=== design 1 ===
===== src/rtl/mult_seq_pkg.sv =====
// Shared types and width helpers for the sequential shift-and-add multiplier.
// Used by mult8_seq_ctrl and mult_step.
package mult_seq_pkg;

    typedef enum logic [1:0] {
        IDLE = 2'd0,
        RUN  = 2'd1,
        DONE = 2'd2
    } state_t;

    // Step counter needs at least one bit even for a 1-bit multiplier.
    function automatic int cnt_width(input int w);
        return (w > 1) ? $clog2(w) : 1;
    endfunction

    function automatic int prod_width(input int w);
        return 2 * w;
    endfunction

endpackage


===== src/rtl/mult_step.sv =====
// One shift-and-add step: add (mcand << shamt) to acc when sel is set,
// otherwise pass acc through. Purely combinational, PW bits wide.
module mult_step #(
    parameter int PW   = 16,
    parameter int SH_W = 3
) (
    input  logic [PW-1:0]   acc,
    input  logic [PW-1:0]   mcand,
    input  logic            sel,
    input  logic [SH_W-1:0] shamt,
    output logic [PW-1:0]   sum
);

    logic [PW-1:0] addend;

    assign addend = sel ? (mcand << shamt) : '0;
    assign sum    = acc + addend;

endmodule


===== src/rtl/mult8_seq_ctrl.sv =====
// Iterative unsigned WIDTH x WIDTH multiplier with valid/ready on both sides.
// Define MULT_SEQ_EARLY_EXIT_EN to finish as soon as the remaining multiplier bits are zero.
module mult8_seq_ctrl
    import mult_seq_pkg::*;
#(
    parameter int WIDTH = 8,
    parameter int CNT_W = cnt_width(WIDTH)
) (
    input  logic                 clk,
    input  logic                 rst_n,
    input  logic                 in_valid,
    output logic                 in_ready,
    input  logic [WIDTH-1:0]     in_a,
    input  logic [WIDTH-1:0]     in_b,
    output logic                 out_valid,
    input  logic                 out_ready,
    output logic [2*WIDTH-1:0]   out_o,
    output logic                 busy
);

    localparam int PW = prod_width(WIDTH);

    state_t           state_q, state_d;
    logic [PW-1:0]    acc;
    logic [PW-1:0]    b_reg;
    logic [WIDTH-1:0] a_reg;
    logic [CNT_W-1:0] cnt;
    logic [PW-1:0]    step_sum;
    logic             step_bit;
    logic             last_step;

`ifdef MULT_SEQ_EARLY_EXIT_EN
    // a_reg is consumed LSB first; once the unscanned bits are all zero the product is final.
    assign step_bit  = a_reg[0];
    assign last_step = (cnt == CNT_W'(WIDTH - 1)) || ((a_reg >> 1) == '0);
`else
    assign step_bit  = a_reg[cnt];
    assign last_step = (cnt == CNT_W'(WIDTH - 1));
`endif

    mult_step #(
        .PW   (PW),
        .SH_W (CNT_W)
    ) u_step (
        .acc   (acc),
        .mcand (b_reg),
        .sel   (step_bit),
        .shamt (cnt),
        .sum   (step_sum)
    );

    always_ff @(posedge clk or negedge rst_n) begin
        if (!rst_n) state_q <= IDLE;
        else        state_q <= state_d;
    end

    always_comb begin
        state_d   = state_q;
        in_ready  = 1'b0;
        out_valid = 1'b0;
        busy      = 1'b0;
        case (state_q)
            IDLE: begin
                in_ready = 1'b1;
                if (in_valid) state_d = RUN;
            end
            RUN: begin
                busy = 1'b1;
                if (last_step) state_d = DONE;
            end
            DONE: begin
                out_valid = 1'b1;
                if (out_ready) state_d = IDLE;
            end
            default: state_d = IDLE;
        endcase
    end

    always_ff @(posedge clk or negedge rst_n) begin
        if (!rst_n) begin
            acc   <= '0;
            b_reg <= '0;
            a_reg <= '0;
            cnt   <= '0;
            out_o <= '0;
        end else begin
            case (state_q)
                IDLE: begin
                    if (in_valid) begin
                        a_reg <= in_a;
                        b_reg <= PW'(in_b);
                        acc   <= '0;
                        cnt   <= '0;
                    end
                end
                RUN: begin
                    acc <= step_sum;
                    cnt <= last_step ? '0 : cnt + CNT_W'(1);
`ifdef MULT_SEQ_EARLY_EXIT_EN
                    a_reg <= a_reg >> 1;
`endif
                    if (last_step) out_o <= step_sum;
                end
                default: ;
            endcase
        end
    end

endmodule


===== config.mk =====
export PLATFORM = sky130hd
export DESIGN_NAME = mult8_seq_ctrl
export DESIGN_NICKNAME = d
export VERILOG_FILES = /design/src/rtl/mult_seq_pkg.sv /design/src/rtl/mult_step.sv /design/src/rtl/mult8_seq_ctrl.sv
export SDC_FILE = /design/constraint.sdc
export NUM_CORES = 1
export LEC_CHECK = 0
export ABC_AREA = 0
export ABC_CLOCK_PERIOD_IN_PS = 3150
export CORE_UTILIZATION = 41
export CTS_BUF_LIST = sky130_fd_sc_hd__clkbuf_4 sky130_fd_sc_hd__clkbuf_8 sky130_fd_sc_hd__clkbuf_16
export CTS_CLUSTER_SIZE = 8
export DETAILED_ROUTE_END_ITERATION = 10
export PLACE_DENSITY = 0.61
export SETUP_SLACK_MARGIN = 0.3
export SLEW_MARGIN = 20
export SYNTH_ARGS = -nofsm -noshare
export SYNTH_HDL_FRONTEND = slang
export SYNTH_HIERARCHICAL = 1
export SYNTH_SLANG_ARGS = --single-unit

===== constraint.sdc =====
create_clock -name clk -period 3.15 [get_ports clk]
set_input_delay 0.4725 -clock clk [delete_from_list [all_inputs] [get_ports clk]]
set_output_delay 0.4725 -clock clk [all_outputs]
set_load 0.02 [all_outputs]

**Design 1: wiring by layer**

Only two layers are drawn.
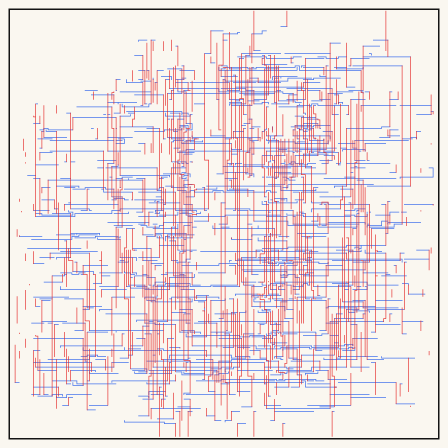
legend:
  M2:
    colour: red
    wire_length: 4380 um
  M1:
    colour: blue
    wire_length: 3730 um

==> reports/results.ini <==
[status]
status=complete, but fails checks
violations=setup timing

[sta]
final-max-slew-violation-count=0
timing.final.crit_period_ns=3.346
min_period_over_period=1.062
hold_viol=0
max_slew_margin=0.5397
final.setup.worst_slack_ns=-0.1965
setup_viol=14

[global_route]
grt_util_met1=0.2482
grt.total_usage=0.2019
grt_first_pass_wirelength_mm=13.96
met2_usage=0.3679
gr-usage-met3=0.02233
via_count_of_the_first_global_routing_pass=2924
global_route.peak_usage_layer=met2

[cells_and_area]
inverters_excl_clock=12
largestClassByArea=combinational gates
lay_top_cells=sky130_fd_sc_hd__dfrtp_1 (52), sky130_fd_sc_hd__buf_4 (47), sky130_fd_sc_hd__clkdlybuf4s50_1 (37)
ff_latch_area_um2=1328
final_net_count=465
seq_area_frac=0.2735
sh_comb_area=0.5004
clkCellAreaFrac=0.02398
num-clock-buffers=5
layout.cells.non_filler=533
post-route-cell-area_um2=4853
post_route_cells_drive_above_1_share=0.3551
layout.sequential_cells=53

[routing]
route.detailed.vias_per_inst=5.355
total_number_of_vias=2854
drc=0
drtIter0Drc=68
firstDrtPassIters=4

[setup_path]
timing.critical_path.fanout_max=8
worstSetupStartpointType=flip-flop
r2r-end=acc[10]
worstSetupEndpointType=flip-flop
timing.critical_path.mode_cell=sky130_fd_sc_hd__nand2_1
critical-path-slowest-cell=sky130_fd_sc_hd__mux4_2
data_arrival_time_of_the_worst_path_ns=3.56
r2r.worst_path.cells=14
setup.reg_to_reg.worst_slack_ns=-0.20

[floorplan]
die-width_um=95.62
initCoreUtil=0.4308
floorplan.tapcells=105

[worst_hold_path]
timing.hold.worst.class=primary input to async pin

[logic_synthesis]
avgSynthCellArea_um2=11.13
postSynth.topFlopCell=sky130_fd_sc_hd__dfrtp_1
synth.yosys.seq_area_share=0.3691
post_synth_instance_area_um2=3593

[clock_tree]
cts.clk_slew.worst_paths_ns=0.11
cts_num_sinks=53

[placement]
detailed_place.area_um2=4438
dpl_worst_slack_ns=-0.2711

[logic make-up (layout without fill, tap and decap cells)]
kind of cell,count (synthesis),in the layout,share of synthesized area
fa+ha+maj,18,18,0.06476
compound gates,75,75,0.1469
xor+xnor,12,12,0.02925
flops,53,53,0.3691
simple gates,83,83,0.1393
other cells,1,25,0.001044
buf+inv,30,111,0.04596
mux,51,51,0.2037
[cells in the mapped netlist, types with 9 or more instances]
cell type / number / area share
sky130_fd_sc_hd__mux2_4: 10 / 0.042
sky130_fd_sc_hd__o21ai_0: 9 / 0.013
sky130_fd_sc_hd__ha_1: 17 / 0.059
sky130_fd_sc_hd__inv_1: 12 / 0.013
sky130_fd_sc_hd__mux2_2: 25 / 0.078
sky130_fd_sc_hd__xnor2_1: 9 / 0.022
sky130_fd_sc_hd__a21oi_1: 18 / 0.025
sky130_fd_sc_hd__and3b_1: 17 / 0.041
sky130_fd_sc_hd__nor2_1: 13 / 0.014
sky130_fd_sc_hd__dfrtp_1: 53 / 0.37
sky130_fd_sc_hd__nand2_1: 23 / 0.024
sky130_fd_sc_hd__a31o_1: 19 / 0.046

=== design 2 ===
[config.mk]
export PLATFORM = sky130hd
export DESIGN_NAME = ofm_writeback
export DESIGN_NICKNAME = d
export VERILOG_FILES = /design/src/rtl/ofm_writeback.sv
export SDC_FILE = /design/constraint.sdc
export NUM_CORES = 1
export LEC_CHECK = 0
export CAP_MARGIN = 30
export CORE_MARGIN = 8
export CORE_UTILIZATION = 38
export CTS_CLUSTER_DIAMETER = 200
export DETAILED_ROUTE_END_ITERATION = 6
export GPL_TIMING_DRIVEN = 0
export PLACE_DENSITY = 0.53
export RECOVER_POWER = 50
export SLEW_MARGIN = 20
export SYNTH_ARGS = -nofsm -noshare
export SYNTH_HDL_FRONTEND = slang
export SYNTH_SLANG_ARGS = --single-unit
[constraint.sdc]
create_clock -name clk -period 12.25 [get_ports clk]
set_clock_uncertainty 0.05 [all_clocks]
set_input_delay 2.45 -clock clk [delete_from_list [all_inputs] [get_ports clk]]
set_output_delay 2.45 -clock clk [all_outputs]
set_load 0.05 [all_outputs]
[src/rtl/ofm_writeback.sv]
// Output-feature-map writeback: buffers per-column conv sums, requantizes them and
// serializes the valid lanes onto one valid/ready stream tagged with the source column.
module ofm_writeback #(
    parameter int COL         = 8,
    parameter int OFM_WIDTH   = 32,
    parameter int OUT_WIDTH   = 8,
    parameter int SHIFT_WIDTH = 5,
    parameter int DEPTH       = 4
) (
    input  logic                        clk,
    input  logic                        rstn,
    input  logic                        start_conv,
    input  logic [SHIFT_WIDTH-1:0]      cfg_shift,
    input  logic                        cfg_relu,
    input  logic                        conv_done,
    input  logic [COL-1:0]              sum_valid,
    input  logic signed [OFM_WIDTH-1:0] sum [COL],
    output logic                        out_valid,
    input  logic                        out_ready,
    output logic signed [OUT_WIDTH-1:0] out_data,
    output logic [$clog2(COL)-1:0]      out_col,
    output logic                        overflow,
    output logic                        wb_done
);

    localparam int CW = $clog2(COL);
    localparam int AW = $clog2(DEPTH);

    typedef logic signed [OFM_WIDTH-1:0] sum_t;
    typedef logic signed [OFM_WIDTH:0]   ext_t;
    typedef logic signed [OUT_WIDTH-1:0] out_t;

    localparam ext_t SAT_HI  = ext_t'((2 ** (OUT_WIDTH - 1)) - 1);
    localparam ext_t SAT_LO  = ext_t'(-(2 ** (OUT_WIDTH - 1)));
    localparam out_t OUT_MAX = {1'b0, {(OUT_WIDTH-1){1'b1}}};
    localparam out_t OUT_MIN = {1'b1, {(OUT_WIDTH-1){1'b0}}};

    // One extra bit of headroom so the rounding bias can never wrap.
    function automatic ext_t round_shift(input sum_t x, input logic [SHIFT_WIDTH-1:0] sh);
        ext_t xe;
        ext_t bias;
        xe = ext_t'(x);
        if (sh == '0) begin
            return xe;
        end
        bias = ext_t'(1) <<< (sh - SHIFT_WIDTH'(1));
        return (xe + bias) >>> sh;
    endfunction

    function automatic out_t saturate(input ext_t r);
        if (r > SAT_HI) begin
            return OUT_MAX;
        end
        if (r < SAT_LO) begin
            return OUT_MIN;
        end
        return out_t'(r[OUT_WIDTH-1:0]);
    endfunction

    function automatic out_t requant(input sum_t x, input logic [SHIFT_WIDTH-1:0] sh,
                                     input logic relu);
        ext_t r;
        r = round_shift(x, sh);
        if (relu && (r < 0)) begin
            r = '0;
        end
        return saturate(r);
    endfunction

    sum_t             fifo_sum_p0  [DEPTH][COL];
    logic [COL-1:0]   fifo_mask_p0 [DEPTH];
    logic [AW-1:0]    wr_ptr;
    logic [AW-1:0]    rd_ptr;
    logic [AW:0]      count;
    logic [CW-1:0]    lane_ptr;
    logic [SHIFT_WIDTH-1:0] shift_q;
    logic             relu_q;
    logic             done_pending;

    logic                   full;
    logic                   empty;
    logic                   push;
    logic                   push_ok;
    logic                   drop;
    logic                   hs;
    logic                   pop;
    logic [COL-1:0]         head_mask;
    logic [CW-1:0]          sel_col;
    logic                   found;
    logic                   more;
    logic [SHIFT_WIDTH-1:0] eff_shift;
    logic                   eff_relu;

    assign full      = (count == (AW+1)'(DEPTH));
    assign empty     = (count == '0);
    assign push      = |sum_valid;
    assign hs        = out_valid & out_ready;
    assign pop       = hs & ~more;
    assign push_ok   = push & (~full | pop);
    assign drop      = push & full & ~pop;
    assign eff_shift = start_conv ? cfg_shift : shift_q;
    assign eff_relu  = start_conv ? cfg_relu  : relu_q;

    // p0: capture the whole column slice plus its lane mask as one entry
    always_ff @(posedge clk) begin
        if (push_ok) begin
            for (int i = 0; i < COL; i++) begin
                fifo_sum_p0[wr_ptr][i] <= sum[i];
            end
            fifo_mask_p0[wr_ptr] <= sum_valid;
        end
    end

    // p1: pick the next pending lane of the head entry; lanes below lane_ptr are already sent
    assign head_mask = fifo_mask_p0[rd_ptr];

    always_comb begin
        sel_col = '0;
        found   = 1'b0;
        more    = 1'b0;
        for (int i = 0; i < COL; i++) begin
            if (head_mask[i] && (i >= int'(lane_ptr))) begin
                if (!found) begin
                    found   = 1'b1;
                    sel_col = CW'(i);
                end else begin
                    more = 1'b1;
                end
            end
        end
    end

    // Gated so reset (which leaves storage untouched) shows zeros on the bus.
    assign out_valid = ~empty;
    assign out_col   = out_valid ? sel_col : '0;
    assign out_data  = out_valid ? requant(fifo_sum_p0[rd_ptr][sel_col], eff_shift, eff_relu)
                                 : '0;
    assign wb_done   = done_pending & empty & ~push;

    always_ff @(posedge clk or negedge rstn) begin
        if (!rstn) begin
            wr_ptr       <= '0;
            rd_ptr       <= '0;
            count        <= '0;
            lane_ptr     <= '0;
            shift_q      <= '0;
            relu_q       <= 1'b0;
            overflow     <= 1'b0;
            done_pending <= 1'b0;
        end else begin
            if (start_conv) begin
                shift_q <= cfg_shift;
                relu_q  <= cfg_relu;
            end

            if (push_ok) begin
                wr_ptr <= wr_ptr + AW'(1);
            end

            if (pop) begin
                rd_ptr   <= rd_ptr + AW'(1);
                lane_ptr <= '0;
            end else if (hs) begin
                lane_ptr <= sel_col + CW'(1);
            end

            case ({push_ok, pop})
                2'b10:   count <= count + (AW+1)'(1);
                2'b01:   count <= count - (AW+1)'(1);
                default: count <= count;
            endcase

            if (start_conv) begin
                overflow <= 1'b0;
            end else if (drop) begin
                overflow <= 1'b1;
            end

            // A fresh conv_done wins over the pulse it might coincide with.
            if (start_conv) begin
                done_pending <= 1'b0;
            end else if (conv_done) begin
                done_pending <= 1'b1;
            end else if (wb_done) begin
                done_pending <= 1'b0;
            end
        end
    end

endmodule

**Design 2: wiring by layer**

Only two layers are drawn.
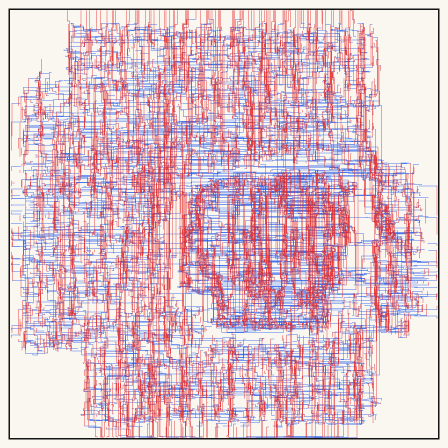
legend:
  M2:
    colour: red
    wire_length: 69.0 mm
  M1:
    colour: blue
    wire_length: 59.7 mm
aggregate routed wire length: 143.1 mm
global-route total usage across every layer: 0.2075
routed length per placed instance: 28.36 um

**Design 2: signal wires on met4**

Cells faint in the background.
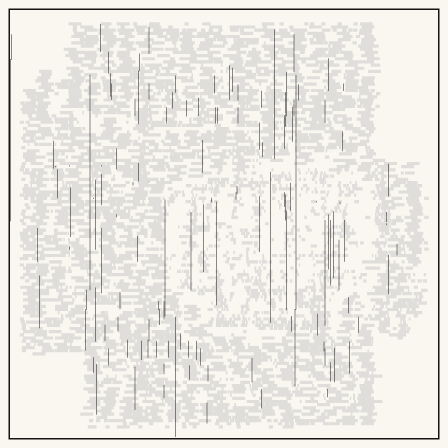
wire length on this layer: 3660 um
main direction: vertical
longest straight run: 201 um
total number of vias: 28600

**Design 2: layout detail**

Window x 263 to 288, y 79 to 104 um. Cells in grey, sequential cells in the stronger grey; small squares are vias.
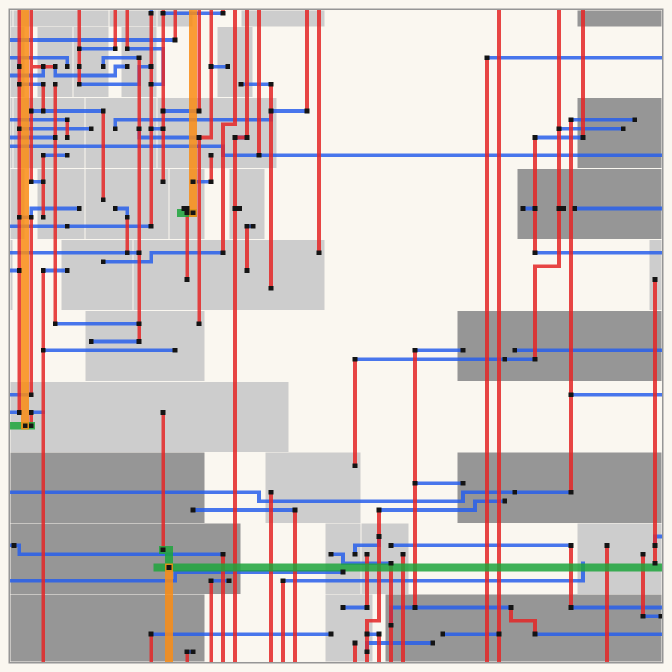
legend:
  M1:
    colour: blue
  M3:
    colour: green
  M4:
    colour: orange
  M2:
    colour: red
cells with their middle in the window: 26
netlist names of flops here include: `fifo_sum_p0` (7)
most frequent: edfxtp_1 (7), inv_1 (3)
sequential cells in the window: 7

==> routing by layer <==
layer  wire [um]  track usage  up-vias
li1            -            -    12510
met1       59730       0.2747    14820
met2       69030       0.3407      949
met3       10510      0.05407      289
met4        3661      0.05476       28
met5         195            0        -
==> metrics by stage <==
step	cells	hold WS [ns]	utilization	setup slack, ns
final	5047	0.4657	0.4664	0.1694
after global routing	5018	0.5010	0.4658	-0.003952
after CTS	5006	0.4686	0.4640	0.01024
after detailed placement	4785	0.4520	0.4309	-3.141
after global placement	4739	0.4220	0.4234	-4.291
after floorplan	2827	0.4065	-	1.189
==> layout make-up <==
type	instances	area, um2	area share
antenna	34	85.08	0.001495
buffer	151	823.3	0.01446
clock buffer	134	2885	0.05069
clock inverter	74	559.3	0.009826
inverter	32	128.9	0.002264
multi-input combinational	1563	14320	0.2516
sequential	1074	32160	0.5651
tap	1625	2033	0.03572
timing repair buffer	360	3921	0.06889
==> reports/results.ini <==
[logic_synthesis]
postSynth.topFlopCell=sky130_fd_sc_hd__edfxtp_1
synthMuxAreaShare=0.1447
ys_top_cells_by_area=sky130_fd_sc_hd__edfxtp_1 (68%), sky130_fd_sc_hd__mux4_2 (13%), sky130_fd_sc_hd__nand2_1 (2.2%), sky130_fd_sc_hd__mux2i_1 (1.4%), sky130_fd_sc_hd__nor2_1 (1.2%)
postSynthRegisterBits=1074
syn-instance-count=2827
post_synth_num_cell_types=81
yosys_area_um2=46770
ys_warn_count=0
simple_share=0.06790
post_synth_instance_area_um2=46770
postSynthNetCount=3141
post_synth_fa_ha_maj_area_fraction=0.01076

[setup_path]
data_arrival_time_of_the_worst_path_ns=9.58
setup.reg_to_reg.worst_slack_ns=6.53
r2r-end=fifo_sum_p0[3][203]
path_class=primary input to output port
worstSetupEndpointType=output port
cp.buffers_inverters=6
worstSetupPathDepth=24
maximum_single_stage_delay_on_the_critical_path_ns=0.47
worst_path_required_time_ns=9.75
timing.critical_path.fanout_max=10

[clock_tree]
cts.root.buffer_cell=sky130_fd_sc_hd__clkbuf_16
cts-hold-fix-buffers=0
cts_tree=yes
cts_num_sinks=1074
post_cts_resize_count=199
clock_latency_ns=0.71

[sta]
min_period_over_period=0.9862
timing.final.crit_period_ns=12.08
final-max-slew-violation-count=0
timing.fmax_mhz=82.78
hold_viol=0

[cells_and_area]
fill_cells=10560
lay_top_cells=sky130_fd_sc_hd__edfxtp_1 (1056), sky130_fd_sc_hd__nand2_1 (266), sky130_fd_sc_hd__dlygate4sd3_1 (266)
regMostFlops=fifo_sum_p0
final_net_count=3607
largest_register_ff_count=1024
mostFrequentLayoutCell=sky130_fd_sc_hd__edfxtp_1
largestRegisters=fifo_sum_p0: 1024 flops, fifo_mask_p0: 32 flops, shift_q: 5 flops
post_route_cells_drive_above_1_share=0.2102
post-route-cell-area_um2=56920

[routing]
drtIter0Drc=2395
drtAntennaViolNets=0
route.detailed.vias_per_inst=5.667
drc=0
firstDrtPassIters=5

[floorplan]
fp.dieArea_um2=134600
dieHeight_um=366.8
total_number_of_placement_rows=128
die-width_um=366.8

[job]
tool_warnings=30

[global_route]
grt_antenna_before_repair=80
grt_start_max_net_pins=45
via_count_of_the_first_global_routing_pass=29390
grt_first_pass_wirelength_mm=207.0
grt_remaining_overflow=0

[worst_hold_path]
hold_path_startpoint=overflow
worst_hold_path.num_cells=2
timing.hold.worst.class=flip-flop to flip-flop
timing.hold.worst_endpoint=overflow

[status]
status=finished clean

[placement]
place.port_buffers=287


=== design 3 ===
**Design 3: routing congestion map**

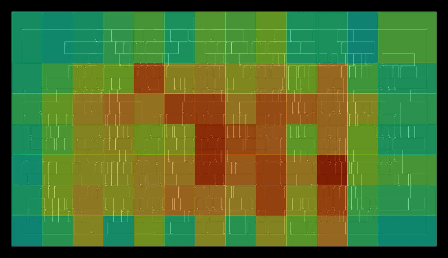
**Design 3: PDN straps and rails**

Scale bar: 20 um. Pins as bars on the die edge. Tap cells in grey.
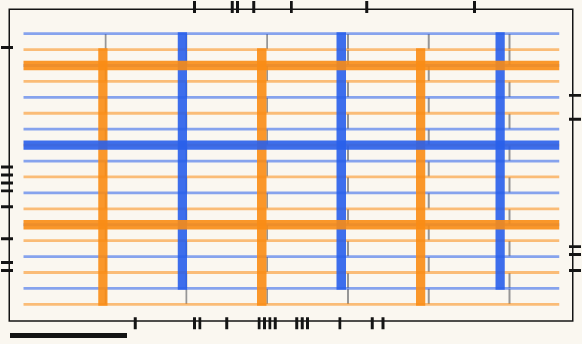
==> config.mk <==
export PLATFORM = sky130hd
export DESIGN_NAME = uart_param_shifter
export DESIGN_NICKNAME = d
export VERILOG_FILES = /design/src/rtl/uart_param_shifter.sv
export SDC_FILE = /design/constraint.sdc
export NUM_CORES = 1
export LEC_CHECK = 0
export ABC_AREA = 1
export ABC_CLOCK_PERIOD_IN_PS = 3100
export CORE_AREA = 2 2 94 51
export DETAILED_ROUTE_END_ITERATION = 10
export DIE_AREA = 0 0 96 53
export GPL_TIMING_DRIVEN = 1
export PLACE_DENSITY_LB_ADDON = 0.1
export SLEW_MARGIN = 20
export SYNTH_ARGS = -nofsm -noshare
export SYNTH_HDL_FRONTEND = slang
export SYNTH_SLANG_ARGS = --single-unit
==> constraint.sdc <==
create_clock -name clk -period 3.1 [get_ports clk]
set_input_delay 0.465 -clock clk [delete_from_list [all_inputs] [get_ports clk]]
set_output_delay 0.465 -clock clk [all_outputs]
set_load 0.05 [all_outputs]
==> src/rtl/uart_param_shifter.sv <==
// Parametrised UART data shifter: one shift engine shared by TX (PISO) and
// RX (SIPO), paced by a baud-tick strobe, with running parity for the framer.
module uart_param_shifter #(
  parameter int unsigned MAX_WIDTH = 8,
  parameter int unsigned LEN_W     = $clog2(MAX_WIDTH) + 1
) (
  input  logic                 clk,
  input  logic                 srst,
  input  logic                 start,
  input  logic                 en,
  input  logic                 mode,
  input  logic                 msb_first,
  input  logic [LEN_W-1:0]     len,
  input  logic [MAX_WIDTH-1:0] data_in,
  input  logic                 serial_in,
  output logic                 serial_out,
  output logic [MAX_WIDTH-1:0] data_out,
  output logic                 parity,
  output logic                 shift_en,
  output logic [LEN_W-1:0]     shift_cnt,
  output logic                 done
);

  localparam int unsigned      IDX_W   = $clog2(MAX_WIDTH);
  localparam logic [LEN_W-1:0] MAX_LEN = LEN_W'(MAX_WIDTH);
  localparam logic [LEN_W-1:0] ONE     = LEN_W'(1);

  typedef enum logic [1:0] {IDLE, SHIFT, DONE} state_t;

  state_t               state_q, state_d;
  logic                 mode_q;
  logic                 msb_q;
  logic [LEN_W-1:0]     len_q;
  logic [MAX_WIDTH-1:0] data_q;
  logic [MAX_WIDTH-1:0] shadow_q;

  logic [LEN_W-1:0]     len_clamped;
  logic [IDX_W-1:0]     bit_idx;
  logic                 last_bit;
  logic                 tx_bit;
  logic                 in_bit;
  logic [MAX_WIDTH-1:0] shadow_d;
  logic [MAX_WIDTH-1:0] len_mask;

  // Bit selection, clamped length and the RX shadow update for this tick
  always_comb begin
    len_clamped = ((len == '0) || (len > MAX_LEN)) ? MAX_LEN : len;
    bit_idx     = msb_q ? IDX_W'(len_q - ONE - shift_cnt) : IDX_W'(shift_cnt);
    last_bit    = (shift_cnt == (len_q - ONE));
    tx_bit      = data_q[bit_idx];
    in_bit      = mode_q ? serial_in : tx_bit;
    shadow_d    = shadow_q;
    shadow_d[bit_idx] = serial_in;
    // Shifting all-ones left by len leaves zeros in the low len bits; a full
    // MAX_WIDTH shift clears everything, so the inverse keeps the whole word.
    len_mask    = ~({MAX_WIDTH{1'b1}} << len_q);
  end

  // State register
  always_ff @(posedge clk) begin
    if (srst) state_q <= IDLE;
    else      state_q <= state_d;
  end

  // Next-state logic
  always_comb begin
    state_d = state_q;
    case (state_q)
      IDLE:    if (start) state_d = SHIFT;
      SHIFT:   if (en && last_bit) state_d = DONE;
      DONE:    state_d = IDLE;
      default: state_d = IDLE;
    endcase
  end

  // Frame configuration latch, shift counter, parity and RX word capture
  always_ff @(posedge clk) begin
    if (srst) begin
      mode_q    <= 1'b0;
      msb_q     <= 1'b0;
      len_q     <= '0;
      data_q    <= '0;
      shadow_q  <= '0;
      data_out  <= '0;
      parity    <= 1'b0;
      shift_en  <= 1'b0;
      shift_cnt <= '0;
      done      <= 1'b0;
    end else begin
      case (state_q)
        IDLE: begin
          done <= 1'b0;
          if (start) begin
            mode_q    <= mode;
            msb_q     <= msb_first;
            len_q     <= len_clamped;
            data_q    <= data_in;
            shadow_q  <= '0;
            parity    <= 1'b0;
            shift_cnt <= '0;
            shift_en  <= 1'b1;
          end
        end
        SHIFT: begin
          if (en) begin
            parity    <= parity ^ in_bit;
            shift_cnt <= shift_cnt + ONE;
            if (mode_q) shadow_q <= shadow_d;
            if (last_bit) begin
              shift_en <= 1'b0;
              done     <= 1'b1;
              if (mode_q) data_out <= shadow_d & len_mask;
            end
          end
        end
        DONE: begin
          done      <= 1'b0;
          shift_cnt <= '0;
        end
        default: begin
          done      <= 1'b0;
          shift_en  <= 1'b0;
          shift_cnt <= '0;
        end
      endcase
    end
  end

  assign serial_out = ((state_q == SHIFT) && !mode_q) ? tx_bit : 1'b1;

endmodule

==> reports/results.ini <==
[status]
status=finished clean

[placement]
place.port_buffers=34

[clock_tree]
cts_tree=yes
cts_buffers=5
clock_tree.htree_level_count=2

[global_route]
via_count_of_the_first_global_routing_pass=1821
grt_start_max_net_pins=26

[setup_path]
maximum_single_stage_delay_on_the_critical_path_ns=0.47
timing.critical_path.mode_cell=sky130_fd_sc_hd__nand3_2
worst_path_required_time_ns=2.63
critical-path-slowest-cell=sky130_fd_sc_hd__fa_2

[sta]
fin_tns_setup_ns=0
holdWs_ns=0.4594
timing.final.crit_period_ns=2.922
timing.fmax_mhz=342.2
min_period_over_period=0.9425
max_clock_skew_ns=0.006573

[logic_synthesis]
postSynthNetCount=338
post_synth_instance_area_um2=2186
postSynthRegisterBits=39
synth-cells-yosys=312
synth.yosys.seq_area_share=0.3572
yosys_area_um2=2186

[floorplan]
fp.dieArea_um2=5088
floorplan.tapcells=57

[power_and_ir_drop]
reg_power_frac=0.447
power_leader=registers

[cells_and_area]
clkCellAreaFrac=0.03712
post-route-cell-area_um2=2696
largestClassByArea=combinational gates
synthToLayoutAreaGrowth_pct=23.35
ff_latch_area_um2=783.3
largestRegisters=data_out: 8 flops, data_q: 8 flops, shadow_q: 8 flops

[worst_hold_path]
timing.hold.worst_endpoint=done
worst_hold_path.num_cells=2

[routing]
firstDrtPassIters=5
route.met2.wl_mm=2.089
drtIter0Drc=173

Notes on 'routing congestion map' of design 3 above:
routed length per placed instance: 13.65 um
Post-Route Utilization: 0.6370
most heavily used metal layer in global routing: met1
global-route total usage across every layer: 0.2450

Notes on 'PDN straps and rails' of design 3 above:
legend:
  VSS:
    colour: orange
  VDD:
    colour: blue
met1 rails: 18
met5 straps: 3
rows: 17
signal pins: 35
peak ir drop on the vdd network: 206.3 uV
Die Span X: 96 um
core area: 4233 um2

[logic make-up after synthesis]
family	after synthesis
AND/OR/NAND/NOR	153
AND-OR/OR-AND	57
buffers and inverters	56
flip-flops	39
adder cells (fa/ha/maj)	7
[critical path, delay by kind of cell, from the launching register on]
family                     cells  cell delay (ns)
DFF                            1             0.36
buffers and inverters          3             0.40
AOI/OAI and AO/OA              1             0.23
adders and majority gates      2             0.79
and+or+nand+nor                4             0.37
[synth_stat cells (all sizes together)]
cell type,instances,share of area
clkbuf,4,0.0069
o21ai,16,0.040
a21oi,34,0.083
buf,5,0.022
dfxtp,39,0.36
o211ai,2,0.0069
ha,6,0.034
nor3,1,0.0023
nor2,30,0.056
a211oi,3,0.010
nand4,11,0.037
nand2,68,0.13
a32o,1,0.0046
inv,45,0.077
a31oi,1,0.0029
nand3,43,0.11
fa,1,0.0092
clkinv,2,0.0034
[repair_timing]
action / CTS / global route
gates cloned: 0 / 0
endpoints found under the setup margin: 1 / 1
gates resized: 0 / 5
pin swaps: 1 / 2
buffers inserted: 0 / 1

Power is estimated from default activity; no workload was simulated.
